# ---- async_fifo_wr_ctrl ----
Figure 1. Metal 2 (async_fifo_wr_ctrl).
Scale: 6 px per um. Cells faint in the background.
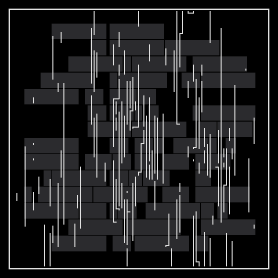
Figure 2. Cell sizes after repair (async_fifo_wr_ctrl).
Scale: 12 px per um.
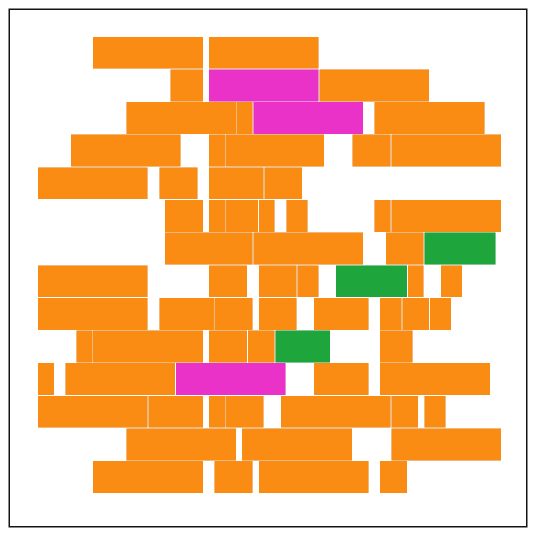
Figure 3. Track usage over the die (async_fifo_wr_ctrl).
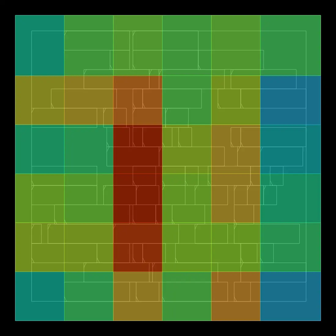
--- src/rtl/async_fifo_wr_ctrl.sv ---
// Write-domain half of an async FIFO: binary/Gray write pointers, read-pointer
// synchroniser, and registered full / almost-full / overflow / fill-level status.
module async_fifo_wr_ctrl #(
    parameter int FIFO_WIDTH  = 8,
    parameter int FIFO_DEPTH  = 8,
    parameter int SYNC_STAGES = 2,
    parameter int AF_LEVEL    = FIFO_DEPTH - 2,
    localparam int ADDR_W     = $clog2(FIFO_DEPTH)
) (
    input  logic                  wr_clk_i,
    input  logic                  wr_rst_i,
    input  logic                  wr_en_i,
    input  logic [FIFO_WIDTH-1:0] wr_data_i,
    input  logic [ADDR_W:0]       rd_ptr_gray_i,
    output logic                  mem_wr_valid_o,
    output logic [ADDR_W-1:0]     mem_wr_addr_o,
    output logic [FIFO_WIDTH-1:0] mem_wr_data_o,
    output logic [ADDR_W:0]       wr_ptr_gray_o,
    output logic                  full_o,
    output logic                  almost_full_o,
    output logic                  overflow_o,
    output logic [ADDR_W:0]       wr_count_o
);

    localparam logic [ADDR_W:0] AF_LVL = AF_LEVEL[ADDR_W:0];

    logic [ADDR_W:0] wbin_q, wbin_d;
    logic [ADDR_W:0] wgray_q, wgray_d;
    logic [ADDR_W:0] sync_q [SYNC_STAGES];
    logic [ADDR_W:0] rq, rbin;
    logic [ADDR_W:0] cnt_q, cnt_d;
    logic            full_q, full_d;
    logic            af_q, af_d;
    logic            ovf_q, ovf_d;
    logic            accept;

    assign rq = sync_q[SYNC_STAGES-1];

    always_comb begin
        rbin = '0;
        for (int i = 0; i <= ADDR_W; i++) begin
            rbin[i] = ^(rq >> i);
        end
    end

    // Full compares against the stale synchronised read pointer, so it can only
    // be late to clear, never late to set.
    always_comb begin
        accept  = wr_en_i & ~full_q;
        wbin_d  = wbin_q + {{ADDR_W{1'b0}}, accept};
        wgray_d = (wbin_d >> 1) ^ wbin_d;
        full_d  = (wgray_d == {~rq[ADDR_W:ADDR_W-1], rq[ADDR_W-2:0]});
        cnt_d   = wbin_d - rbin;
        af_d    = (cnt_d >= AF_LVL);
        ovf_d   = wr_en_i & full_q;
    end

    always_ff @(posedge wr_clk_i or posedge wr_rst_i) begin
        if (wr_rst_i) begin
            wbin_q  <= '0;
            wgray_q <= '0;
            cnt_q   <= '0;
            full_q  <= 1'b0;
            af_q    <= 1'b0;
            ovf_q   <= 1'b0;
            for (int s = 0; s < SYNC_STAGES; s++) begin
                sync_q[s] <= '0;
            end
        end else begin
            wbin_q  <= wbin_d;
            wgray_q <= wgray_d;
            cnt_q   <= cnt_d;
            full_q  <= full_d;
            af_q    <= af_d;
            ovf_q   <= ovf_d;
            sync_q[0] <= rd_ptr_gray_i;
            for (int s = 1; s < SYNC_STAGES; s++) begin
                sync_q[s] <= sync_q[s-1];
            end
        end
    end

    assign mem_wr_valid_o = accept;
    assign mem_wr_addr_o  = wbin_q[ADDR_W-1:0];
    assign mem_wr_data_o  = wr_data_i;
    assign wr_ptr_gray_o  = wgray_q;
    assign full_o         = full_q;
    assign almost_full_o  = af_q;
    assign overflow_o     = ovf_q;
    assign wr_count_o     = cnt_q;

endmodule

--- config.mk ---
export PLATFORM = sky130hd
export DESIGN_NAME = async_fifo_wr_ctrl
export DESIGN_NICKNAME = d
export VERILOG_FILES = /design/src/rtl/async_fifo_wr_ctrl.sv
export SDC_FILE = /design/constraint.sdc
export NUM_CORES = 1
export LEC_CHECK = 0
export CORE_MARGIN = 2
export CORE_UTILIZATION = 64
export CTS_BUF_LIST = sky130_fd_sc_hd__clkbuf_16
export CTS_CLUSTER_SIZE = 8
export DETAILED_ROUTE_END_ITERATION = 10
export DONT_BUFFER_PORTS = 1
export PLACE_DENSITY = 0.8
export RECOVER_POWER = 25
export SLEW_MARGIN = 20
export SYNTH_ARGS = -nofsm -noshare
export SYNTH_HDL_FRONTEND = slang
export SYNTH_SLANG_ARGS = --single-unit
--- constraint.sdc ---
create_clock -name wr_clk_i -period 4.76 [get_ports wr_clk_i]
set_input_delay 0.476 -clock wr_clk_i [delete_from_list [all_inputs] [get_ports wr_clk_i]]
set_output_delay 0.476 -clock wr_clk_i [all_outputs]
set_load 0.02 [all_outputs]
==> flow_metrics.env <==
# flow metrics
export IMPL_die_area_mm2=0.00185
export IMPL_syn_inst=73
export IMPL_outcome="finished clean"
export IMPL_ctsHtreeMaxLevel=1
export IMPL_final_nets=91
export IMPL_power_group_top="registers"
export IMPL_power_w=0.000858
export IMPL_setup_tns_final_ns=0
export IMPL_muxShareOfSynthArea_pct=0
export IMPL_warnings=26
export IMPL_num_fill_cells=99
export IMPL_p_leak_nw=0.485
export IMPL_first_global_vias=482
export IMPL_grt_overflow=0
export IMPL_bufAreaShareNonClock_pct=0
export IMPL_crit_type="reg -> reg"
export IMPL_crit_end="almost_full_o"
export IMPL_cp_end_kind="register"
export IMPL_synth_warnings=0
export IMPL_seqPwrFrac_pct=43.8
export IMPL_vias_per_cell=5.58
export IMPL_r2r_start="full_o"
export IMPL_die_y_um=43
export IMPL_min_period_over_period_pct=64.8
export IMPL_p_int_w=0.000513
export IMPL_cts_buffers=3
export IMPL_final_max_slew_viol_count=0
export IMPL_reg2reg_to="almost_full_o"
export IMPL_grt_max_degree=23
export IMPL_inv_count=7
export IMPL_required_ns=4.90
export IMPL_synth_area_um2=973
export IMPL_syn_avg_cell_area_um2=13.3
export IMPL_hold_violations=0
export IMPL_cp_top_family="adder cells"
export IMPL_ys_flops=22
export IMPL_setup_violations=0
export IMPL_drive_gt1_share_pct=8.70
export IMPL_cts_tree="yes"
export IMPL_placed_cells=81
export IMPL_cp_start_kind="register"
export IMPL_syn_num_nets=94
export IMPL_highest_layer="met4"
## Picture notes: Figure 1
- share of all routed wire: 49%
- wire length on this layer: 642 um
- main direction: vertical
total routed wirelength: 1.30 mm
met2 Use GR: 24.5%
routed vias: 474

## Picture notes: Figure 2
- x6 and larger: magenta (cells 3; share 4.3%; most used clkbuf_16)
- x2: green (cells 3; share 4.3%; most used xor2_2)
- x1 and smaller: orange (cells 63; share 91%; most used dfrtp_1)

## Picture notes: Figure 3
busiest grt layer: met2
met1 usage: 21.2%
WL per Instance: 15.3 um

==> cell usage after synthesis <==
master | instances | area share [%]
dfrtp_1 | 22 | 57
buf_4 | 8 | 6.2
inv_1 | 7 | 2.7
xor2_1 | 6 | 5.4
ha_1 | 5 | 6.4
xnor2_1 | 5 | 4.5
nand3_1 | 4 | 2.1
xor2_2 | 2 | 3.3
a211oi_1 | 1 | 0.77
a21o_1 | 1 | 0.77
a21oi_1 | 1 | 0.51
a22oi_2 | 1 | 1.3
and2_1 | 1 | 0.64
and3_1 | 1 | 0.64
and3b_1 | 1 | 0.90
fa_1 | 1 | 2.1
nor2_1 | 1 | 0.39
nor2b_1 | 1 | 0.64
nor3b_1 | 1 | 0.77
o21ai_0 | 1 | 0.51
or3_1 | 1 | 0.64
xnor3_1 | 1 | 2.3
==> cells by family after synthesis <==
group	after synthesis
flip-flops	22
adder cells (fa/ha/maj)	6
XOR/XNOR	14
buffers and inverters	15
AND-OR/OR-AND	5
AND/OR/NAND/NOR	11

# ---- fifo_word_to_byte ----
[src/rtl/fifo_pkg.sv]
// rtl/fifo_pkg.sv - shared FIFO/link widths and beat-shifter operation codes
package fifo_pkg;

  localparam int FIFO_DWIDTH    = 16;
  localparam int LINK_BWIDTH    = 8;
  localparam int BEATS_PER_WORD = FIFO_DWIDTH / LINK_BWIDTH;

  typedef enum logic [1:0] {
    SH_HOLD  = 2'd0,
    SH_SHIFT = 2'd1,
    SH_LOAD  = 2'd2,
    SH_CLEAR = 2'd3
  } shift_op_e;

  function automatic int beats_per_word(input int dwidth, input int bwidth);
    return dwidth / bwidth;
  endfunction

endpackage

[src/rtl/fifo_beat_shifter.sv]
// rtl/fifo_beat_shifter.sv - word shift register with beats-remaining counter
module fifo_beat_shifter
  import fifo_pkg::*;
#(
  parameter int DWIDTH    = FIFO_DWIDTH,
  parameter int BWIDTH    = LINK_BWIDTH,
  parameter bit MSB_FIRST = 1'b1
) (
  input  logic              clk,
  input  logic              rstn,
  input  shift_op_e         op,
  input  logic [DWIDTH-1:0] load_data,
  output logic [BWIDTH-1:0] beat,
  output logic              valid,
  output logic              last
);

  localparam int R  = beats_per_word(DWIDTH, BWIDTH);
  localparam int CW = $clog2(R + 1);
  localparam logic [CW-1:0] R_CNT = CW'(R);
  localparam logic [CW-1:0] ONE   = CW'(1);

  logic [DWIDTH-1:0] sh_q;
  logic [CW-1:0]     cnt_q;

  // Load a fresh word, step to the next beat, or drop the remaining beats.
  always_ff @(posedge clk or negedge rstn) begin
    if (!rstn) begin
      sh_q  <= '0;
      cnt_q <= '0;
    end else begin
      case (op)
        SH_LOAD: begin
          sh_q  <= load_data;
          cnt_q <= R_CNT;
        end
        SH_SHIFT: begin
          sh_q  <= MSB_FIRST ? (sh_q << BWIDTH) : (sh_q >> BWIDTH);
          cnt_q <= cnt_q - ONE;
        end
        SH_CLEAR: cnt_q <= '0;
        default:  cnt_q <= cnt_q;
      endcase
    end
  end

  // The outgoing beat always sits at the end the shift moves toward.
  always_comb begin
    beat  = MSB_FIRST ? sh_q[DWIDTH-1 -: BWIDTH] : sh_q[BWIDTH-1:0];
    valid = (cnt_q != '0);
    last  = (cnt_q == ONE);
  end

endmodule

[src/rtl/fifo_word_to_byte.sv]
// rtl/fifo_word_to_byte.sv - pops FIFO words and streams them as beats
module fifo_word_to_byte
  import fifo_pkg::*;
#(
  parameter int DWIDTH    = FIFO_DWIDTH,
  parameter int BWIDTH    = LINK_BWIDTH,
  parameter bit MSB_FIRST = 1'b1
) (
  input  logic              clk,
  input  logic              rstn,
  input  logic              fifo_empty,
  input  logic [DWIDTH-1:0] fifo_dout,
  output logic              fifo_rd_en,
  input  logic              flush,
  output logic              m_valid,
  input  logic              m_ready,
  output logic [BWIDTH-1:0] m_data,
  output logic              m_last,
  output logic              busy
);

  generate
    if ((DWIDTH % BWIDTH) != 0 || (DWIDTH / BWIDTH) < 2) begin : g_bad_width
      $error("fifo_word_to_byte: DWIDTH must be a multiple of BWIDTH with at least two beats");
    end
  endgenerate

  logic              pend_q;
  logic              nb_vld;
  logic [DWIDTH-1:0] nb_q;
  logic              hs;
  logic              nb_load;
  logic              nb_clr;
  shift_op_e         op;
  logic [DWIDTH-1:0] load_data;

  // A pop is only issued with no read pending and the next buffer free, so the
  // empty flag has settled and the returning word always has somewhere to land.
  always_comb begin
    fifo_rd_en = !fifo_empty && !pend_q && !nb_vld && !flush;
    hs         = m_valid && m_ready;
    busy       = m_valid | nb_vld | pend_q;
  end

  // Remember that the FIFO will present a word on fifo_dout next cycle.
  always_ff @(posedge clk or negedge rstn) begin
    if (!rstn) pend_q <= 1'b0;
    else       pend_q <= fifo_rd_en;
  end

  // Decide where the returning word goes and how the shifter advances;
  // flush overrides capture and handshake.
  always_comb begin
    op        = SH_HOLD;
    load_data = fifo_dout;
    nb_load   = 1'b0;
    nb_clr    = 1'b0;
    if (flush) begin
      op     = SH_CLEAR;
      nb_clr = 1'b1;
    end else begin
      if (hs && !m_last) begin
        op = SH_SHIFT;
      end else if (hs && m_last) begin
        if (nb_vld) begin
          op        = SH_LOAD;
          load_data = nb_q;
          nb_clr    = 1'b1;
        end else if (pend_q) begin
          op = SH_LOAD;
        end else begin
          op = SH_CLEAR;
        end
      end else if (!m_valid && pend_q) begin
        op = SH_LOAD;
      end
      nb_load = pend_q && m_valid && !(m_last && hs);
    end
  end

  // One-word buffer holding a word that arrived while the shifter was busy.
  always_ff @(posedge clk or negedge rstn) begin
    if (!rstn) begin
      nb_vld <= 1'b0;
      nb_q   <= '0;
    end else if (nb_clr) begin
      nb_vld <= 1'b0;
    end else if (nb_load) begin
      nb_vld <= 1'b1;
      nb_q   <= fifo_dout;
    end
  end

  fifo_beat_shifter #(
    .DWIDTH   (DWIDTH),
    .BWIDTH   (BWIDTH),
    .MSB_FIRST(MSB_FIRST)
  ) u_shifter (
    .clk      (clk),
    .rstn     (rstn),
    .op       (op),
    .load_data(load_data),
    .beat     (m_data),
    .valid    (m_valid),
    .last     (m_last)
  );

endmodule
[config.mk]
export PLATFORM = sky130hd
export DESIGN_NAME = fifo_word_to_byte
export DESIGN_NICKNAME = d
export VERILOG_FILES = /design/src/rtl/fifo_pkg.sv /design/src/rtl/fifo_beat_shifter.sv /design/src/rtl/fifo_word_to_byte.sv
export SDC_FILE = /design/constraint.sdc
export NUM_CORES = 1
export LEC_CHECK = 0
export ABC_AREA = 1
export ABC_CLOCK_PERIOD_IN_PS = 6700
export CAP_MARGIN = 25
export CORE_MARGIN = 2
export CORE_UTILIZATION = 55
export CTS_CLUSTER_SIZE = 40
export DETAILED_ROUTE_END_ITERATION = 16
export PLACE_DENSITY = 0.82
export SKIP_CTS_REPAIR_TIMING = 1
export SYNTH_ARGS = -nofsm -noshare
export SYNTH_HDL_FRONTEND = slang
export SYNTH_SLANG_ARGS = --single-unit
[constraint.sdc]
create_clock -name clk -period 6.7 [get_ports clk]
set_input_delay 1.34 -clock clk [delete_from_list [all_inputs] [get_ports clk]]
set_output_delay 1.34 -clock clk [all_outputs]
set_load 0.05 [all_outputs]
==> flow_metrics.env <==
# flow metrics
export IMPL_fp_util_pct=57.0
export IMPL_r2r_start="u_shifter.cnt_q[1]"
export IMPL_top_cells_by_count="nand2_1, inv_1, dfrtp_1"
export IMPL_outcome="finished clean"
export IMPL_p_per_area_mw_per_mm2=442
export IMPL_clock_sinks=36
export IMPL_syn_inst=257
export IMPL_setup_violations=0
export IMPL_sh_comb_area_pct=35.8
export IMPL_ir_drop_mv=0.184
export IMPL_tap_cells=48
export IMPL_nNonClkBuffers=33
export IMPL_placed_cell_area_mm2=0.00232
export IMPL_hold_depth=2
export IMPL_muxShareOfSynthArea_pct=0.483
export IMPL_synthAoiAreaFrac_pct=12.1
export IMPL_drc=0
export IMPL_maxCapViolCount=0
export IMPL_dp_hpwl_mm=2.64
export IMPL_ys_top_logic_family="simple AND/OR/NAND/NOR gates"
export IMPL_inv_count=40
export IMPL_bufAreaShareNonClock_pct=13.4
export IMPL_whs_ns=0.484
export IMPL_r2r_slack_ns=4.09
export IMPL_ant_nets=0
export IMPL_crit_chain="clkdlybuf4s50_1 -> nor3_1 -> clkdlybuf4s50_1"
export IMPL_hold_path_startpoint="nb_q[5]"
export IMPL_clk_latency_ns=0.29
export IMPL_vias_per_cell=4.93
export IMPL_final_nets=306
export IMPL_cts_root_buf="clkbuf_8"
export IMPL_setup_slack_ns=2.50
export IMPL_gr_usage_all_layers_pct=21.0
export IMPL_crit_type="in -> out"
export IMPL_grt_overflow=0
export IMPL_cpMaxStageDelayCell="clkdlybuf4s50_1"
export IMPL_hold_end="nb_q[5]"
export IMPL_ys_area_mm2=0.00207
==> power by group through the flow <==
stage          Clock [W]  Combinational, W  Sequential [W]
2_1_floorplan          0          0.000412        0.000363
3_3_place_gp           0          0.000486        0.000371
3_5_place_dp           0          0.000495        0.000376
4_1_cts         0.000210          0.000500        0.000372
5_1_grt         0.000222          0.000549        0.000383
6_report        0.000210          0.000496        0.000373
==> cell usage in the layout (no fill, tap or decap), drive strengths merged <==
master          n
nand2          97
buf             1
ha              4
nor3            1
dfrtp          36
bufinv          1
nand3          18
clkdlybuf4s50  32
inv            40
o21ai          36
mux2i           1
nand4           1
clkbuf          7
nor2            6
o211ai          1
==> metal layers <==
layer  track usage (%)  wire, um  up-vias
met2              31.0      1780       50
met4              5.47        51        0
met1              30.2      1800      732
met3              6.16       184        7
met5                 0         0        -
li1                  -         -      837
==> kinds of logic after synthesis <==
group                    Yosys count
multiplexers                       1
AND-OR/OR-AND                     37
buffers and inverters             56
AND/OR/NAND/NOR                  123
adder cells (fa/ha/maj)            4
flip-flops                        36
==> registers in the layout, indices dropped and copies added, names as in the netlist <==
name / flops
u_shifter.cnt_q: 2
u_shifter.sh_q: 16
pend_q: 1
nb_vld: 1
nb_q: 16
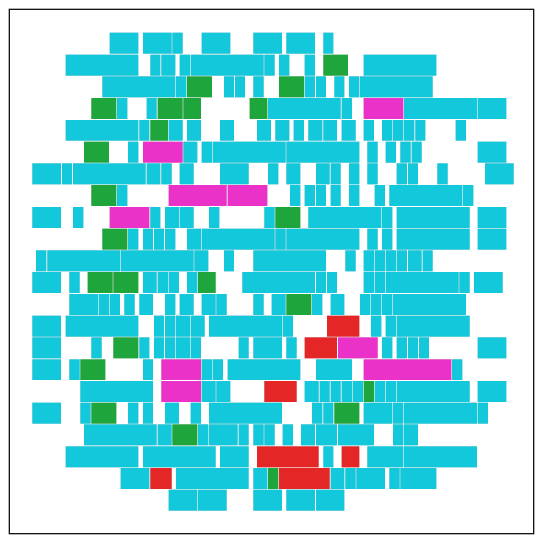
Figure 4: fifo_word_to_byte, cell sizes after repair.
Scale: 8 px per um.
- x3 and x4: red (cells 7; share 2.5%; most used nor2_4)
- x2: green (cells 23; share 8.2%; most used o21ai_2)
- x6 and larger: magenta (cells 9; share 3.2%; most used clkbuf_8)
- x1 and smaller: cyan (cells 243; share 86%; most used nand2_1)
area grow syn2layout: 18.0%
Design Area, Final: 0.00244 mm2

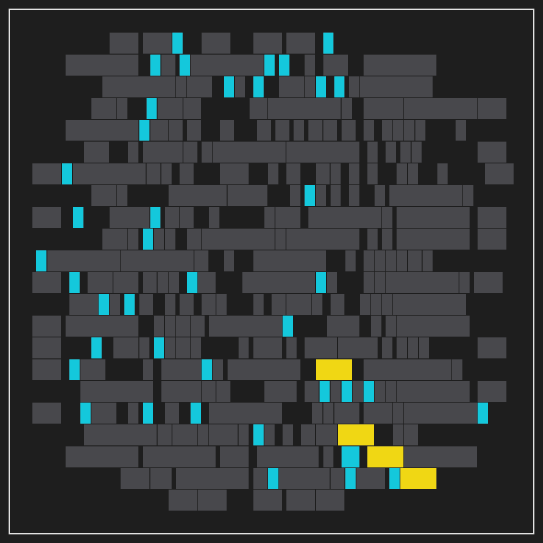
Figure 5: fifo_word_to_byte, gate-type map.
Scale: 8 px per um.
- inv cells: cyan (cells 40)
- fa/ha/maj cells: yellow (cells 4)



## Gallery

The metal 3 layer.
(a)
Scale: 4 px per um.
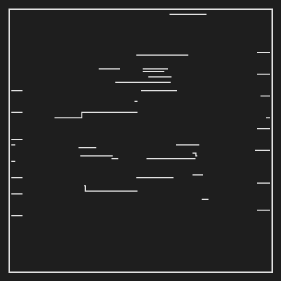
(b)
Scale: 6 px per um.
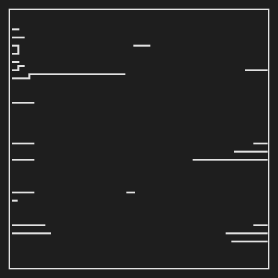
- (b) = async_fifo_wr_ctrl
- (a) = fifo_word_to_byte

No activity file was given, so power comes from the tool's default toggle rates.
